######## design 1 ########
==> design_1/registers.png <==
Bar = 20 µm.
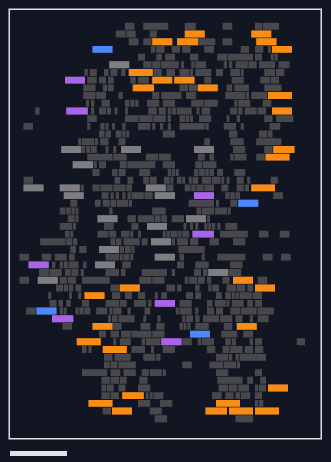
==> design_1/met1.png <==
Bar = 20 µm. Supply wires on this layer in gray.
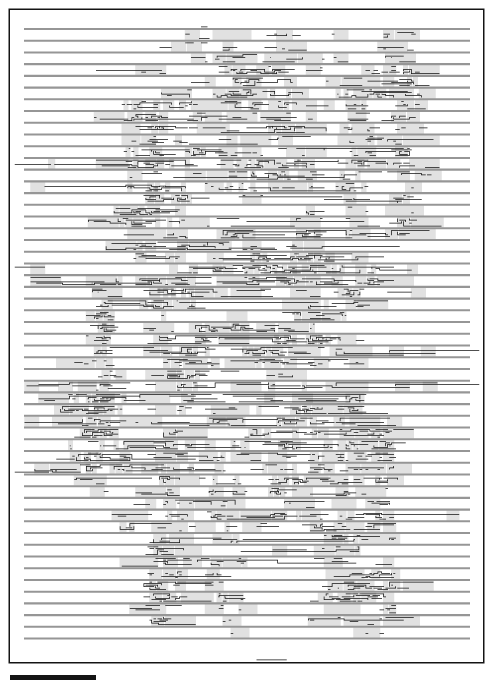
File: config.mk
export PLATFORM = sky130hd
export DESIGN_NAME = clk_gate_sched
export DESIGN_NICKNAME = d
export VERILOG_FILES = /design/src/rtl/clk_gate_pkg.sv /design/src/rtl/cg_domain_fsm.sv /design/src/rtl/clk_gate_sched.sv
export SDC_FILE = /design/constraint.sdc
export NUM_CORES = 1
export LEC_CHECK = 0
export ABC_AREA = 0
export ABC_CLOCK_PERIOD_IN_PS = 2400
export CORE_ASPECT_RATIO = 1.4
export CORE_MARGIN = 3
export CORE_UTILIZATION = 30
export CTS_BUF_LIST = sky130_fd_sc_hd__clkbuf_8
export CTS_CLUSTER_SIZE = 16
export DETAILED_ROUTE_END_ITERATION = 10
export GPL_TIMING_DRIVEN = 0
export PLACE_DENSITY = 0.51
export SLEW_MARGIN = 20
export SYNTH_ARGS = -nofsm -noshare
export SYNTH_HDL_FRONTEND = slang
export SYNTH_HIERARCHICAL = 1
export SYNTH_SLANG_ARGS = --single-unit
File: constraint.sdc
create_clock -name CK -period 2.4 [get_ports CK]
set_input_delay 0.24 -clock CK [delete_from_list [all_inputs] [get_ports CK]]
set_output_delay 0.24 -clock CK [all_outputs]
set_load 0.05 [all_outputs]
File: src/rtl/clk_gate_pkg.sv
// Shared types and constants for the clock-gate scheduler.
// Each gated domain moves between running, gated-off and a timed wake window.
package clk_gate_pkg;

  typedef enum logic [1:0] {
    CG_ON   = 2'd0,
    CG_OFF  = 2'd1,
    CG_WAKE = 2'd2
  } cg_state_t;

  localparam int CG_WAKE_CYC_DEF = 2;
  localparam int CG_WAKE_W       = $clog2(CG_WAKE_CYC_DEF + 1);

endpackage

File: src/rtl/cg_domain_fsm.sv
// Per-domain gate controller: idle counting, gate-off, granted wake window.
// Drives the ICG enable and the ready flag directly from flops.
module cg_domain_fsm
  import clk_gate_pkg::*;
#(
  parameter int IDLE_W   = 8,
  parameter int WAKE_CYC = 2
) (
  input  logic              clk,
  input  logic              rn,
  input  logic              req,
  input  logic              busy,
  input  logic [IDLE_W-1:0] thr,
  input  logic              force_on,
  input  logic              grant,
  output logic              e,
  output logic              rdy,
  output logic              cand,
  output logic              in_wake,
  output logic              wake_done
);

  localparam int WAKE_W = $clog2(WAKE_CYC + 1);

  cg_state_t         state;
  logic [IDLE_W-1:0] idle_cnt;
  logic [WAKE_W-1:0] wake_cnt;
  logic              idle;
  logic [IDLE_W:0]   cnt_inc;

  assign idle      = !req && !busy && (thr != '0) && !force_on;
  assign cnt_inc   = {1'b0, idle_cnt} + (IDLE_W+1)'(1);
  assign in_wake   = (state == CG_WAKE);
  assign wake_done = in_wake && (wake_cnt == '0);

  always_ff @(posedge clk) begin
    if (!rn) begin
      state    <= CG_ON;
      e        <= 1'b1;
      rdy      <= 1'b1;
      cand     <= 1'b0;
      idle_cnt <= '0;
      wake_cnt <= '0;
    end else begin
      cand <= 1'b0;
      unique case (state)
        CG_ON: begin
          if (idle) begin
            // Gate on the edge that completes the threshold run; >= also
            // covers a threshold lowered below the current count.
            if (cnt_inc >= {1'b0, thr}) begin
              state    <= CG_OFF;
              e        <= 1'b0;
              rdy      <= 1'b0;
              idle_cnt <= '0;
            end else if (!(&idle_cnt)) begin
              idle_cnt <= cnt_inc[IDLE_W-1:0];
            end
          end else begin
            idle_cnt <= '0;
          end
        end
        CG_OFF: begin
          if (force_on) begin
            state <= CG_ON;
            e     <= 1'b1;
            rdy   <= 1'b1;
          end else if (grant) begin
            state    <= CG_WAKE;
            e        <= 1'b1;
            wake_cnt <= WAKE_W'(WAKE_CYC - 1);
          end else begin
            cand <= req;
          end
        end
        CG_WAKE: begin
          if (force_on || (wake_cnt == '0)) begin
            state    <= CG_ON;
            rdy      <= 1'b1;
            wake_cnt <= '0;
          end else begin
            wake_cnt <= wake_cnt - WAKE_W'(1);
          end
        end
        default: state <= CG_ON;
      endcase
    end
  end

endmodule

File: src/rtl/clk_gate_sched.sv
// Clock-gate scheduler: one controller per domain plus a round-robin arbiter
// that lets only one domain restart its clock per wake window.
module clk_gate_sched
  import clk_gate_pkg::*;
#(
  parameter int N_DOM    = 4,
  parameter int IDLE_W   = 8,
  parameter int WAKE_CYC = 2
) (
  input  logic              CK,
  input  logic              RN,
  input  logic [N_DOM-1:0]  REQ,
  input  logic [N_DOM-1:0]  BUSY,
  input  logic [IDLE_W-1:0] IDLE_THR,
  input  logic              FORCE_ON,
  output logic [N_DOM-1:0]  E,
  output logic [N_DOM-1:0]  RDY,
  output logic              WAKING
);

  localparam int PTR_W = $clog2(N_DOM);

  logic [N_DOM-1:0] cand;
  logic [N_DOM-1:0] grant;
  logic [N_DOM-1:0] in_wake;
  logic [N_DOM-1:0] wake_done;
  logic [PTR_W-1:0] ptr;
  logic [PTR_W-1:0] ptr_nxt;
  int               win;

  for (genvar i = 0; i < N_DOM; i++) begin : g_dom
    cg_domain_fsm #(
      .IDLE_W   (IDLE_W),
      .WAKE_CYC (WAKE_CYC)
    ) u_dom (
      .clk       (CK),
      .rn        (RN),
      .req       (REQ[i]),
      .busy      (BUSY[i]),
      .thr       (IDLE_THR),
      .force_on  (FORCE_ON),
      .grant     (grant[i]),
      .e         (E[i]),
      .rdy       (RDY[i]),
      .cand      (cand[i]),
      .in_wake   (in_wake[i]),
      .wake_done (wake_done[i])
    );
  end

  // First candidate at or after the pointer wins; no grant while any window is open.
  always_comb begin
    grant   = '0;
    ptr_nxt = ptr;
    win     = -1;
    if (!FORCE_ON && !(|in_wake)) begin
      for (int k = 0; k < N_DOM; k++) begin
        for (int j = 0; j < N_DOM; j++) begin
          if (win < 0 && cand[j] && (j == (int'(ptr) + k) % N_DOM)) win = j;
        end
      end
      for (int j = 0; j < N_DOM; j++) begin
        if (j == win) grant[j] = 1'b1;
      end
      if (win >= 0) ptr_nxt = PTR_W'((win + 1) % N_DOM);
    end
  end

  always_ff @(posedge CK) begin
    if (!RN) begin
      ptr    <= '0;
      WAKING <= 1'b0;
    end else begin
      ptr    <= ptr_nxt;
      WAKING <= !FORCE_ON && ((|grant) || (|(in_wake & ~wake_done)));
    end
  end

endmodule

==> results.json <==
{
  "syn-num-nets": 584,
  "outcome": "complete, no violations",
  "fmax_mhz": 419,
  "synth.area.top_cells": "dfxtp_1, ha_1, inv_1",
  "grt_start_max_net_pins": 23,
  "power_mw": 2.06,
  "die_area_um2": 16600,
  "async_flop_share": 0,
  "clkbuf_count": 10,
  "r2r_start": "g_dom[0].u_dom/state[0]$_SDFFE_PN0P_",
  "critPathLaunch": "g_dom[0].u_dom/state[0]$_SDFFE_PN0P_",
  "power_density_nw_per_um2": 346,
  "place_ws_ns": -1.00,
  "postCtsSetupBuffers": 18,
  "endpoint": "g_dom[2].u_dom/wake_cnt[1]$_SDFFE_PN0P_",
  "hold_violations": 0,
  "cts_tree": "built",
  "synth-seq-cells": 63,
  "comb_share": 0.577,
  "regArea_um2": 1310,
  "worst_slack_ns": 0.0155,
  "critical_path.max_stage_delay_ns": 0.52,
  "non_clock_buffer_count": 69,
  "crit_required_ns": 2.68,
  "antenna_found_initial": 0,
  "xor_area_frac": 0.0465,
  "slowest_stage": "or4_4",
  "fin_crit_ns": 2.38,
  "holdBufCountCts": 0,
  "gp_congestion": 0.799,
  "boundaryPins": 28,
  "internal-power_mw": 1.50,
  "mostFrequentLayoutCells": "inv_1, dfxtp_1, ha_1",
  "area_delta_synth_final_pct": 31.7,
  "netlist_area_um2": 4520,
  "swShare": 0.271,
  "ys_cells": 511,
  "rsz0062_at_grt": "true",
  "clkCellAreaFrac": 0.0265,
  "clockBufferDepth": 2
}
Notes on design_1/registers.png above:
Orange shows `g_dom.u_dom/idle_cnt`, flops 32. Purple shows `g_dom.u_dom/state`, flops 8. Blue shows `g_dom.u_dom/rdy`, flops 4.
Another 19 sequential cells are not colored.
Final Util: 0.407
flop share of the area: 0.220

Notes on design_1/met1.png above:
The wires run mostly horizontal. The layer holds 42% of the routed length. The longest straight run is 33.1 µm. The layer carries 5040 µm of wire.
WL final: 11.9 mm
via count: 3900
met1 usage: 0.169

-- layer usage --
layer	track usage	vias up	part of all wire	routed length [µm]
li1	-	1968	-	-
met1	0.169	1867	0.42	5040
met2	0.267	48	0.53	6330
met3	0.0222	17	0.023	275
met4	0.0530	0	0.019	222
met5	0	-	0	0
-- worst register-to-register path, stage by stage, from the launching register on --
cell and delay, ns:
dfxtp_2 0.35, inv_2 0.05, ha_4 0.16, or4_4 0.52, nor3_4 0.29, and2_4 0.23, inv_2 0.05, a2bb2oi_4 0.17
or3_4 0.39, a21oi_2 0.12

######## design 2 ########
===== config.mk =====
export PLATFORM = sky130hd
export DESIGN_NAME = irq_dispatch
export DESIGN_NICKNAME = d
export VERILOG_FILES = /design/src/rtl/irq_dispatch.sv
export SDC_FILE = /design/constraint.sdc
export NUM_CORES = 1
export LEC_CHECK = 0
export CORE_ASPECT_RATIO = 0.9
export CORE_MARGIN = 1
export CORE_UTILIZATION = 49
export CTS_CLUSTER_SIZE = 40
export DETAILED_ROUTE_END_ITERATION = 10
export GPL_TIMING_DRIVEN = 0
export PLACE_DENSITY = 0.74
export SLEW_MARGIN = 20
export SYNTH_ARGS = -nofsm -noshare
export SYNTH_HDL_FRONTEND = slang
export SYNTH_SLANG_ARGS = --single-unit

===== constraint.sdc =====
create_clock -name clk -period 2.1 [get_ports clk]
set_input_delay 0.315 -clock clk [delete_from_list [all_inputs] [get_ports clk]]
set_output_delay 0.315 -clock clk [all_outputs]
set_load 0.02 [all_outputs]

===== src/rtl/irq_dispatch.sv =====
// Interrupt dispatch stage: captures new priority requests with their payload into a
// small FIFO and presents them one at a time over a 4-phase irq/ack handshake.
module irq_dispatch #(
  parameter int          DEPTH     = 4,
  parameter logic [31:0] VEC_BASE  = 32'h0000_0100,
  parameter int          VEC_SHIFT = 4
) (
  input  logic                         clk,
  input  logic                         rstN,
  input  logic [2:0]                   q_in,
  input  logic                         irq_level,
  input  logic                         int_en,
  input  logic [31:0]                  payload_in,
  input  logic                         ack_in,
  input  logic                         clr_ovf,
  output logic                         irq_out,
  output logic [31:0]                  vec_out,
  output logic [31:0]                  payload_out,
  output logic [2:0]                   q_out,
  output logic [$clog2(DEPTH+1)-1:0]   pending,
  output logic                         overflow
);

  localparam int PW = $clog2(DEPTH);
  localparam int CW = $clog2(DEPTH+1);

  typedef enum logic [1:0] {IDLE, ASSERT, WAIT_REL} state_t;

  logic [34:0]   mem_q [DEPTH];
  logic [PW-1:0] wrPtr_q, rdPtr_q;
  logic [CW-1:0] count_q, count_d;
  logic          prevLive_q;
  logic [2:0]    prevQ_q;
  logic          overflow_q;
  state_t        state_q;
  logic          irq_q;
  logic [31:0]   vec_q, payload_q;
  logic [2:0]    qOut_q;

  logic          live, evt, full, pop, push, drop;
  logic [34:0]   head;
  logic [31:0]   headVec;

  // A held request is captured once; a new priority or a re-enable counts as a new event.
  always_comb begin
    live    = int_en & irq_level;
    evt     = live & (~prevLive_q | (q_in != prevQ_q));
    full    = (count_q == CW'(DEPTH));
    pop     = (state_q == IDLE) && (count_q != '0);
    push    = evt && (!full || pop);
    drop    = evt && full && !pop;
    head    = mem_q[rdPtr_q];
    headVec = VEC_BASE + (32'(head[34:32]) << VEC_SHIFT);
    count_d = count_q + CW'(push) - CW'(pop);
  end

  always_ff @(posedge clk) begin
    if (push) mem_q[wrPtr_q] <= {q_in, payload_in};
  end

  always_ff @(posedge clk or negedge rstN) begin
    if (!rstN) begin
      wrPtr_q    <= '0;
      rdPtr_q    <= '0;
      count_q    <= '0;
      prevLive_q <= 1'b0;
      prevQ_q    <= '0;
      overflow_q <= 1'b0;
    end else begin
      prevLive_q <= live;
      prevQ_q    <= q_in;
      count_q    <= count_d;
      if (push) wrPtr_q <= wrPtr_q + PW'(1);
      if (pop)  rdPtr_q <= rdPtr_q + PW'(1);
      // A drop in the same cycle as a clear leaves the flag set.
      if (drop)         overflow_q <= 1'b1;
      else if (clr_ovf) overflow_q <= 1'b0;
    end
  end

  always_ff @(posedge clk or negedge rstN) begin
    if (!rstN) begin
      state_q   <= IDLE;
      irq_q     <= 1'b0;
      vec_q     <= '0;
      payload_q <= '0;
      qOut_q    <= '0;
    end else begin
      case (state_q)
        IDLE: begin
          if (pop) begin
            qOut_q    <= head[34:32];
            payload_q <= head[31:0];
            vec_q     <= headVec;
            irq_q     <= 1'b1;
            state_q   <= ASSERT;
          end
        end
        ASSERT: begin
          if (ack_in) begin
            irq_q   <= 1'b0;
            state_q <= WAIT_REL;
          end
        end
        WAIT_REL: begin
          if (!ack_in) state_q <= IDLE;
        end
        default: state_q <= IDLE;
      endcase
    end
  end

  assign irq_out     = irq_q;
  assign vec_out     = vec_q;
  assign payload_out = payload_q;
  assign q_out       = qOut_q;
  assign pending     = count_q;
  assign overflow    = overflow_q;

endmodule


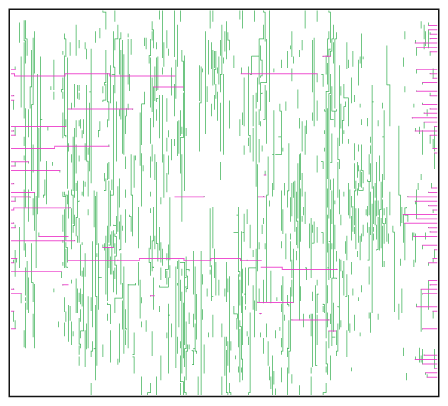
(design_2/metal_stack.png)
Two of the layers only.
Green shows met2, wire length 6380 µm. Magenta shows met3, wire length 594 µm.
WL/cell: 18.0 µm
gr usage total: 0.180

==> results.json <==
{
  "cts.clk_slew.worst_paths_ns": 0.07,
  "nWellTaps": 198,
  "slowest_stage": "dfrtp_2",
  "r2r_slack_ns": -0.15,
  "use_met2": 0.297,
  "worst_slack_ns": -0.155,
  "area_delta_synth_final_pct": 26.9,
  "setup_viol": 26,
  "finalClockPeriodUsage": 1.07,
  "violations": "negative setup slack",
  "synthSimpleGateAreaFrac": 0.0132,
  "cap_viol_max_count": 0,
  "grt_pass1_wl_mm": 20.5,
  "warnings": 32,
  "synth.area.top_cells": "edfxtp_1, dfrtp_1, mux4_2",
  "holdWs_ns": 0.218,
  "nets": 549,
  "outcome": "finished with violations"
}
kinds of logic (layout without fill, tap and decap cells):
kind of cell | after synthesis | after routing
DFF | 191 | 191
muxes | 71 | 71
buffers and inverters | 52 | 186
and+or+nand+nor | 17 | 17
xor gates and xnor gates | 9 | 9
adders and majority gates | 7 | 7
AOI/OAI and AO/OA | 5 | 5
other | 1 | 28
power breakdown:
part / switching, mW / internal, mW
clock: 1.41 / 1.89
combinational: 2.21 / 2.87
sequential: 0.398 / 4.87
total: 4.01 / 9.63

######## design 3 ########
==> design_3/pdn.png <==
Pins as bars on the die edge. Tap cells in gray.
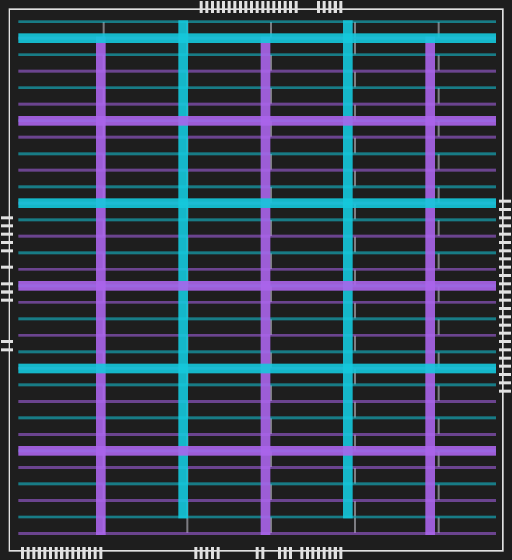
==> design_3/met1.png <==
Bar = 20 µm. Supply wires on this layer in gray.
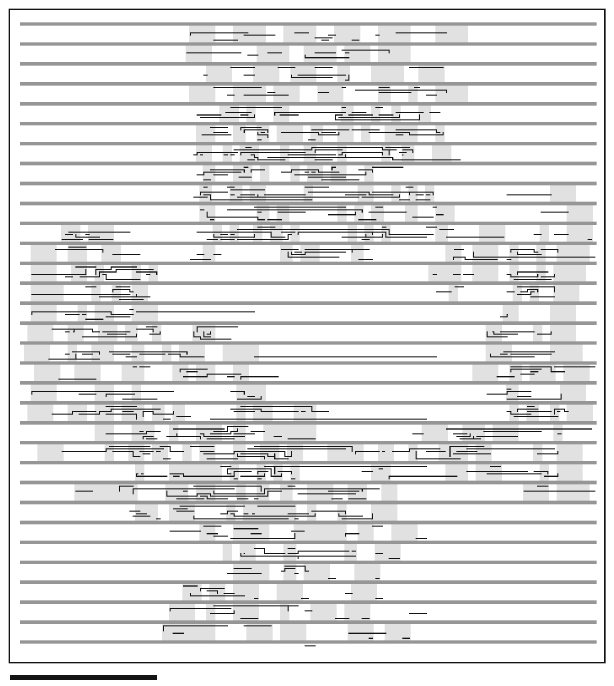
===== src/rtl/cpu_pkg.sv =====
// rtl/cpu_pkg.sv - opcodes, ALU codes, class and state encodings for the control sequencer
package cpu_pkg;

    localparam logic [4:0] OP_ADD  = 5'b00011;
    localparam logic [4:0] OP_SUB  = 5'b00100;
    localparam logic [4:0] OP_SHR  = 5'b00101;
    localparam logic [4:0] OP_SHL  = 5'b00110;
    localparam logic [4:0] OP_ROR  = 5'b00111;
    localparam logic [4:0] OP_ROL  = 5'b01000;
    localparam logic [4:0] OP_AND  = 5'b01010;
    localparam logic [4:0] OP_OR   = 5'b01011;
    localparam logic [4:0] OP_MUL  = 5'b01110;
    localparam logic [4:0] OP_DIV  = 5'b01111;
    localparam logic [4:0] OP_NOP  = 5'b11010;
    localparam logic [4:0] OP_HALT = 5'b11011;

    localparam logic [3:0] ALU_NONE = 4'd0;
    localparam logic [3:0] ALU_ADD  = 4'd1;
    localparam logic [3:0] ALU_SUB  = 4'd2;
    localparam logic [3:0] ALU_AND  = 4'd3;
    localparam logic [3:0] ALU_OR   = 4'd4;
    localparam logic [3:0] ALU_SHR  = 4'd5;
    localparam logic [3:0] ALU_SHL  = 4'd6;
    localparam logic [3:0] ALU_ROR  = 4'd7;
    localparam logic [3:0] ALU_ROL  = 4'd8;
    localparam logic [3:0] ALU_MUL  = 4'd9;
    localparam logic [3:0] ALU_DIV  = 4'd10;

    typedef enum logic [2:0] {
        CLS_ILLEGAL,
        CLS_ALU3,
        CLS_MULDIV,
        CLS_NOP,
        CLS_HALT
    } op_class_t;

    typedef enum logic [3:0] {
        S_IDLE,
        S_T0,
        S_T1,
        S_T2,
        S_T3,
        S_T4,
        S_T5,
        S_T6,
        S_HALT
    } state_t;

endpackage


===== src/rtl/cpu_control_seq_if.sv =====
// rtl/cpu_control_seq_if.sv - sequencer inputs, datapath strobes and status bundle
interface cpu_control_seq_if #(
    parameter int DATA_W = 32,
    parameter int NREGS  = 16
);
    logic              run;
    logic              mem_ready;
    logic [DATA_W-1:0] ir;

    logic pc_out, mar_in, inc_pc, pc_in;
    logic mdr_read, mdr_in, mdr_out, ir_in;
    logic y_in, zlo_in, zhigh_in, zlo_out, zhigh_out;
    logic lo_in, hi_in;

    logic [NREGS-1:0] reg_in;
    logic [NREGS-1:0] reg_out;
    logic [3:0]       alu_op;

    logic busy, done, illegal, halted;

    modport master (
        input  run, mem_ready, ir,
        output pc_out, mar_in, inc_pc, pc_in, mdr_read, mdr_in, mdr_out, ir_in,
               y_in, zlo_in, zhigh_in, zlo_out, zhigh_out, lo_in, hi_in,
               reg_in, reg_out, alu_op, busy, done, illegal, halted
    );

    modport slave (
        output run, mem_ready, ir,
        input  pc_out, mar_in, inc_pc, pc_in, mdr_read, mdr_in, mdr_out, ir_in,
               y_in, zlo_in, zhigh_in, zlo_out, zhigh_out, lo_in, hi_in,
               reg_in, reg_out, alu_op, busy, done, illegal, halted
    );
endinterface


===== src/rtl/cpu_opdecode.sv =====
// rtl/cpu_opdecode.sv - combinational opcode to {class, alu_op, legal}
module cpu_opdecode
    import cpu_pkg::*;
(
    input  logic [4:0] opcode,
    output op_class_t  op_class,
    output logic [3:0] alu_op,
    output logic       legal
);
    always_comb begin
        op_class = CLS_ILLEGAL;
        alu_op   = ALU_NONE;
        case (opcode)
            OP_ADD:  begin op_class = CLS_ALU3;   alu_op = ALU_ADD; end
            OP_SUB:  begin op_class = CLS_ALU3;   alu_op = ALU_SUB; end
            OP_AND:  begin op_class = CLS_ALU3;   alu_op = ALU_AND; end
            OP_OR:   begin op_class = CLS_ALU3;   alu_op = ALU_OR;  end
            OP_SHR:  begin op_class = CLS_ALU3;   alu_op = ALU_SHR; end
            OP_SHL:  begin op_class = CLS_ALU3;   alu_op = ALU_SHL; end
            OP_ROR:  begin op_class = CLS_ALU3;   alu_op = ALU_ROR; end
            OP_ROL:  begin op_class = CLS_ALU3;   alu_op = ALU_ROL; end
            OP_MUL:  begin op_class = CLS_MULDIV; alu_op = ALU_MUL; end
            OP_DIV:  begin op_class = CLS_MULDIV; alu_op = ALU_DIV; end
            OP_NOP:  op_class = CLS_NOP;
            OP_HALT: op_class = CLS_HALT;
            default: op_class = CLS_ILLEGAL;
        endcase
        legal = (op_class != CLS_ILLEGAL);
    end
endmodule


===== src/rtl/cpu_control_seq.sv =====
// rtl/cpu_control_seq.sv - multi-cycle fetch/decode/execute control sequencer
module cpu_control_seq
    import cpu_pkg::*;
#(
    parameter int DATA_W   = 32,
    parameter int NREGS    = 16,
    parameter int MEM_WAIT = 1
) (
    input  logic               clk,
    input  logic               reset,
    cpu_control_seq_if.master  bus
);
    localparam int REG_IDX_W = $clog2(NREGS);

    state_t    state, state_nxt;
    logic      first_t1;
    op_class_t op_class;
    logic [3:0] dec_alu_op;
    logic       dec_legal;

    logic [4:0]           opcode;
    logic [REG_IDX_W-1:0] ra, rb, rc;
    logic                 regs_ok;
    logic                 unused_ir_bits;

    assign opcode = bus.ir[DATA_W-1 -: 5];
    assign ra     = bus.ir[DATA_W-6 -: REG_IDX_W];
    assign rb     = bus.ir[DATA_W-6-REG_IDX_W -: REG_IDX_W];
    assign rc     = bus.ir[DATA_W-6-2*REG_IDX_W -: REG_IDX_W];
    assign unused_ir_bits = ^{bus.ir, dec_legal};

    cpu_opdecode u_opdecode (
        .opcode   (opcode),
        .op_class (op_class),
        .alu_op   (dec_alu_op),
        .legal    (dec_legal)
    );

    function automatic logic [NREGS-1:0] onehot(input logic [REG_IDX_W-1:0] idx);
        logic [NREGS-1:0] v;
        v = '0;
        for (int i = 0; i < NREGS; i++) begin
            v[i] = (idx == REG_IDX_W'(i));
        end
        return v;
    endfunction

    // MUL/DIV never write a general register, so ra is only range-checked for three-operand ops
    always_comb begin
        regs_ok = (32'(rb) < NREGS) && (32'(rc) < NREGS);
        if (op_class == CLS_ALU3) begin
            regs_ok = regs_ok && (32'(ra) < NREGS);
        end
    end

    always_ff @(posedge clk) begin
        if (!reset) begin
            state    <= S_IDLE;
            first_t1 <= 1'b0;
        end else begin
            state    <= state_nxt;
            first_t1 <= (state == S_T0);
        end
    end

    always_comb begin
        state_nxt     = state;
        bus.pc_out    = 1'b0;
        bus.mar_in    = 1'b0;
        bus.inc_pc    = 1'b0;
        bus.pc_in     = 1'b0;
        bus.mdr_read  = 1'b0;
        bus.mdr_in    = 1'b0;
        bus.mdr_out   = 1'b0;
        bus.ir_in     = 1'b0;
        bus.y_in      = 1'b0;
        bus.zlo_in    = 1'b0;
        bus.zhigh_in  = 1'b0;
        bus.zlo_out   = 1'b0;
        bus.zhigh_out = 1'b0;
        bus.lo_in     = 1'b0;
        bus.hi_in     = 1'b0;
        bus.reg_in    = '0;
        bus.reg_out   = '0;
        bus.alu_op    = ALU_NONE;
        bus.busy      = 1'b0;
        bus.done      = 1'b0;
        bus.illegal   = 1'b0;
        bus.halted    = 1'b0;

        case (state)
            S_IDLE: begin
                if (bus.run) state_nxt = S_T0;
            end
            S_T0: begin
                bus.busy   = 1'b1;
                bus.pc_out = 1'b1;
                bus.mar_in = 1'b1;
                bus.inc_pc = 1'b1;
                bus.zlo_in = 1'b1;
                state_nxt  = S_T1;
            end
            S_T1: begin
                bus.busy     = 1'b1;
                bus.mdr_read = 1'b1;
                bus.mdr_in   = 1'b1;
                bus.zlo_out  = first_t1;
                bus.pc_in    = first_t1;
                if (!(MEM_WAIT != 0 && !bus.mem_ready)) state_nxt = S_T2;
            end
            S_T2: begin
                bus.busy    = 1'b1;
                bus.mdr_out = 1'b1;
                bus.ir_in   = 1'b1;
                state_nxt   = S_T3;
            end
            S_T3: begin
                bus.busy = 1'b1;
                case (op_class)
                    CLS_ALU3, CLS_MULDIV: begin
                        if (regs_ok) begin
                            bus.reg_out = onehot(rb);
                            bus.y_in    = 1'b1;
                            state_nxt   = S_T4;
                        end else begin
                            bus.illegal = 1'b1;
                            bus.done    = 1'b1;
                            state_nxt   = bus.run ? S_T0 : S_IDLE;
                        end
                    end
                    CLS_NOP: begin
                        bus.done  = 1'b1;
                        state_nxt = bus.run ? S_T0 : S_IDLE;
                    end
                    CLS_HALT: state_nxt = S_HALT;
                    default: begin
                        bus.illegal = 1'b1;
                        bus.done    = 1'b1;
                        state_nxt   = bus.run ? S_T0 : S_IDLE;
                    end
                endcase
            end
            S_T4: begin
                bus.busy     = 1'b1;
                bus.reg_out  = onehot(rc);
                bus.zlo_in   = 1'b1;
                bus.zhigh_in = 1'b1;
                bus.alu_op   = dec_alu_op;
                state_nxt    = S_T5;
            end
            S_T5: begin
                bus.busy    = 1'b1;
                bus.zlo_out = 1'b1;
                if (op_class == CLS_MULDIV) begin
                    bus.lo_in = 1'b1;
                    state_nxt = S_T6;
                end else begin
                    bus.reg_in = onehot(ra);
                    bus.done   = 1'b1;
                    state_nxt  = bus.run ? S_T0 : S_IDLE;
                end
            end
            S_T6: begin
                bus.busy      = 1'b1;
                bus.zhigh_out = 1'b1;
                bus.hi_in     = 1'b1;
                bus.done      = 1'b1;
                state_nxt     = bus.run ? S_T0 : S_IDLE;
            end
            S_HALT: begin
                bus.halted = 1'b1;
            end
            default: state_nxt = S_IDLE;
        endcase
    end
endmodule


===== src/flat_wrapper.sv =====
// flat-port wrapper written by rule: the top's interface ports become plain ports
module cpu_control_seq_flat import cpu_pkg::*;
#(
    parameter int DATA_W   = 32,
    parameter int NREGS    = 16,
    parameter int MEM_WAIT = 1
)
  (clk, reset, bus_run, bus_mem_ready, bus_ir, bus_pc_out, bus_mar_in, bus_inc_pc, bus_pc_in, bus_mdr_read, bus_mdr_in, bus_mdr_out, bus_ir_in, bus_y_in, bus_zlo_in, bus_zhigh_in, bus_zlo_out, bus_zhigh_out, bus_lo_in, bus_hi_in, bus_reg_in, bus_reg_out, bus_alu_op, bus_busy, bus_done, bus_illegal, bus_halted);
  cpu_control_seq_if #(.DATA_W(DATA_W), .NREGS(NREGS)) bus_i ();
  input  logic clk;
  input  logic reset;
  input wire logic [$bits(bus_i.run)-1:0] bus_run;
  input wire logic [$bits(bus_i.mem_ready)-1:0] bus_mem_ready;
  input wire logic [$bits(bus_i.ir)-1:0] bus_ir;
  output wire logic [$bits(bus_i.pc_out)-1:0] bus_pc_out;
  output wire logic [$bits(bus_i.mar_in)-1:0] bus_mar_in;
  output wire logic [$bits(bus_i.inc_pc)-1:0] bus_inc_pc;
  output wire logic [$bits(bus_i.pc_in)-1:0] bus_pc_in;
  output wire logic [$bits(bus_i.mdr_read)-1:0] bus_mdr_read;
  output wire logic [$bits(bus_i.mdr_in)-1:0] bus_mdr_in;
  output wire logic [$bits(bus_i.mdr_out)-1:0] bus_mdr_out;
  output wire logic [$bits(bus_i.ir_in)-1:0] bus_ir_in;
  output wire logic [$bits(bus_i.y_in)-1:0] bus_y_in;
  output wire logic [$bits(bus_i.zlo_in)-1:0] bus_zlo_in;
  output wire logic [$bits(bus_i.zhigh_in)-1:0] bus_zhigh_in;
  output wire logic [$bits(bus_i.zlo_out)-1:0] bus_zlo_out;
  output wire logic [$bits(bus_i.zhigh_out)-1:0] bus_zhigh_out;
  output wire logic [$bits(bus_i.lo_in)-1:0] bus_lo_in;
  output wire logic [$bits(bus_i.hi_in)-1:0] bus_hi_in;
  output wire logic [$bits(bus_i.reg_in)-1:0] bus_reg_in;
  output wire logic [$bits(bus_i.reg_out)-1:0] bus_reg_out;
  output wire logic [$bits(bus_i.alu_op)-1:0] bus_alu_op;
  output wire logic [$bits(bus_i.busy)-1:0] bus_busy;
  output wire logic [$bits(bus_i.done)-1:0] bus_done;
  output wire logic [$bits(bus_i.illegal)-1:0] bus_illegal;
  output wire logic [$bits(bus_i.halted)-1:0] bus_halted;
  assign bus_i.run = bus_run;
  assign bus_i.mem_ready = bus_mem_ready;
  assign bus_i.ir = bus_ir;
  assign bus_pc_out = bus_i.pc_out;
  assign bus_mar_in = bus_i.mar_in;
  assign bus_inc_pc = bus_i.inc_pc;
  assign bus_pc_in = bus_i.pc_in;
  assign bus_mdr_read = bus_i.mdr_read;
  assign bus_mdr_in = bus_i.mdr_in;
  assign bus_mdr_out = bus_i.mdr_out;
  assign bus_ir_in = bus_i.ir_in;
  assign bus_y_in = bus_i.y_in;
  assign bus_zlo_in = bus_i.zlo_in;
  assign bus_zhigh_in = bus_i.zhigh_in;
  assign bus_zlo_out = bus_i.zlo_out;
  assign bus_zhigh_out = bus_i.zhigh_out;
  assign bus_lo_in = bus_i.lo_in;
  assign bus_hi_in = bus_i.hi_in;
  assign bus_reg_in = bus_i.reg_in;
  assign bus_reg_out = bus_i.reg_out;
  assign bus_alu_op = bus_i.alu_op;
  assign bus_busy = bus_i.busy;
  assign bus_done = bus_i.done;
  assign bus_illegal = bus_i.illegal;
  assign bus_halted = bus_i.halted;
  cpu_control_seq #(.DATA_W(DATA_W), .NREGS(NREGS), .MEM_WAIT(MEM_WAIT)) u_core (.clk(clk), .reset(reset), .bus(bus_i));
endmodule

===== config.mk =====
export PLATFORM = sky130hd
export DESIGN_NAME = cpu_control_seq_flat
export DESIGN_NICKNAME = d
export VERILOG_FILES = /design/src/rtl/cpu_pkg.sv /design/src/rtl/cpu_control_seq_if.sv /design/src/rtl/cpu_opdecode.sv /design/src/rtl/cpu_control_seq.sv /design/src/flat_wrapper.sv
export SDC_FILE = /design/constraint.sdc
export NUM_CORES = 1
export LEC_CHECK = 0
export CAP_MARGIN = 25
export CELL_PAD_IN_SITES_DETAIL_PLACEMENT = 1
export CELL_PAD_IN_SITES_GLOBAL_PLACEMENT = 2
export CORE_ASPECT_RATIO = 1.1
export CORE_UTILIZATION = 16
export DETAILED_ROUTE_END_ITERATION = 10
export PLACE_DENSITY = 0.93
export SLEW_MARGIN = 20
export SYNTH_ARGS = -nofsm -noshare
export SYNTH_HDL_FRONTEND = slang
export SYNTH_SLANG_ARGS = --single-unit

===== constraint.sdc =====
create_clock -name clk -period 5.4 [get_ports clk]
set_input_delay 1.62 -clock clk [delete_from_list [all_inputs] [get_ports clk]]
set_output_delay 1.62 -clock clk [all_outputs]
set_load 0.02 [all_outputs]

==> results.json <==
{
  "outcome": "complete, no violations",
  "endpoint": "bus_reg_out[7]",
  "antenna_found_initial": 0,
  "vias": 1544,
  "synthSimpleGateAreaFrac": 0.590,
  "power_frac_seq": 0.215,
  "critPathArrivalTime_ns": 3.67,
  "worst_slack_ns": 0.105,
  "holdPathEnd": "u_core.first_t1$_SDFF_PN0_",
  "drcViolationCount": 0,
  "worstHoldStart": "u_core.state[2]$_SDFFE_PN0P_",
  "synth_cell_types": 48,
  "holdWs_ns": 0.725,
  "syn-num-nets": 217,
  "area_delta_synth_final_pct": 84.0
}
## Picture notes: design_3/pdn.png
Cyan shows VDD. Purple shows VSS.
82 tap cells. 5 straps on met4. 6 straps on met5. 91 signal pins sit on the boundary.
die width: 81.1 µm
Core Area: 6630 µm²
die height: 89.0 µm
IR drop worst, VDD: 0.0000558 V

## Picture notes: design_3/met1.png
231 nets have wire on it. The wires run mostly horizontal. The longest straight run is 29.4 µm.
WL final: 4.43 mm
met1 usage: 0.151

-- cells in the mapped netlist (2+ instances only) --
cell / n
nand2b_1: 8
nand3_1: 9
nor2b_1: 6
nor3_1: 11
nor2_1: 29
a221oi_1: 2
o21a_1: 2
or3_1: 2
nand2_1: 31
and3_1: 2
nor3b_1: 3
buf_4: 5
buf_6: 2
o21ai_1: 9
inv_1: 5
dfxtp_1: 5
o21ai_0: 5
o31ai_1: 4
buf_2: 7
nand4b_1: 2
nand4_1: 2
nor3_2: 2
and2_1: 3
-- sequential cells by signal, summed over array words and instances (netlist names) --
register         cells
u_core.state         4
u_core.first_t1      1


## Gallery

Nets reached from selected ports.
image #1
Bar = 50 µm.
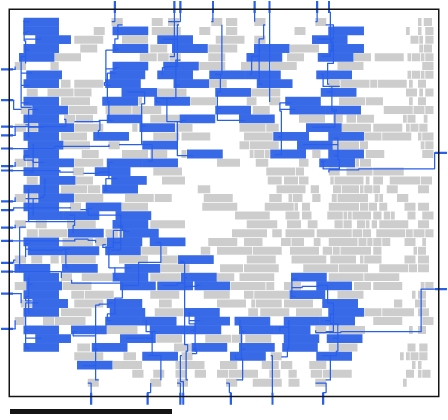
image #2
Bar = 20 µm.
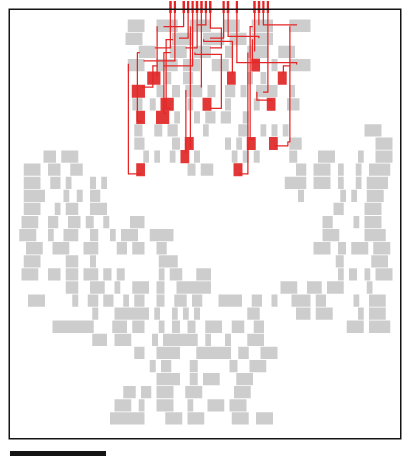
image #3
Bar = 20 µm.
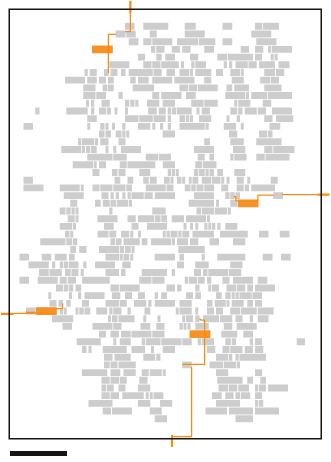
- smallest die: image #2
- fewest cells: image #2
| picture | from |
|---|---|
| image #3 | design 1 |
| image #2 | design 3 |
| image #1 | design 2 |

Key to image #3:
Orange shows `RDY`, bits 4, direction output, edge 1 right, 1 top, 1 bottom, 1 left, end cells 4, buffers 4, wire 140 µm.

Power is estimated from default activity; no workload was simulated.
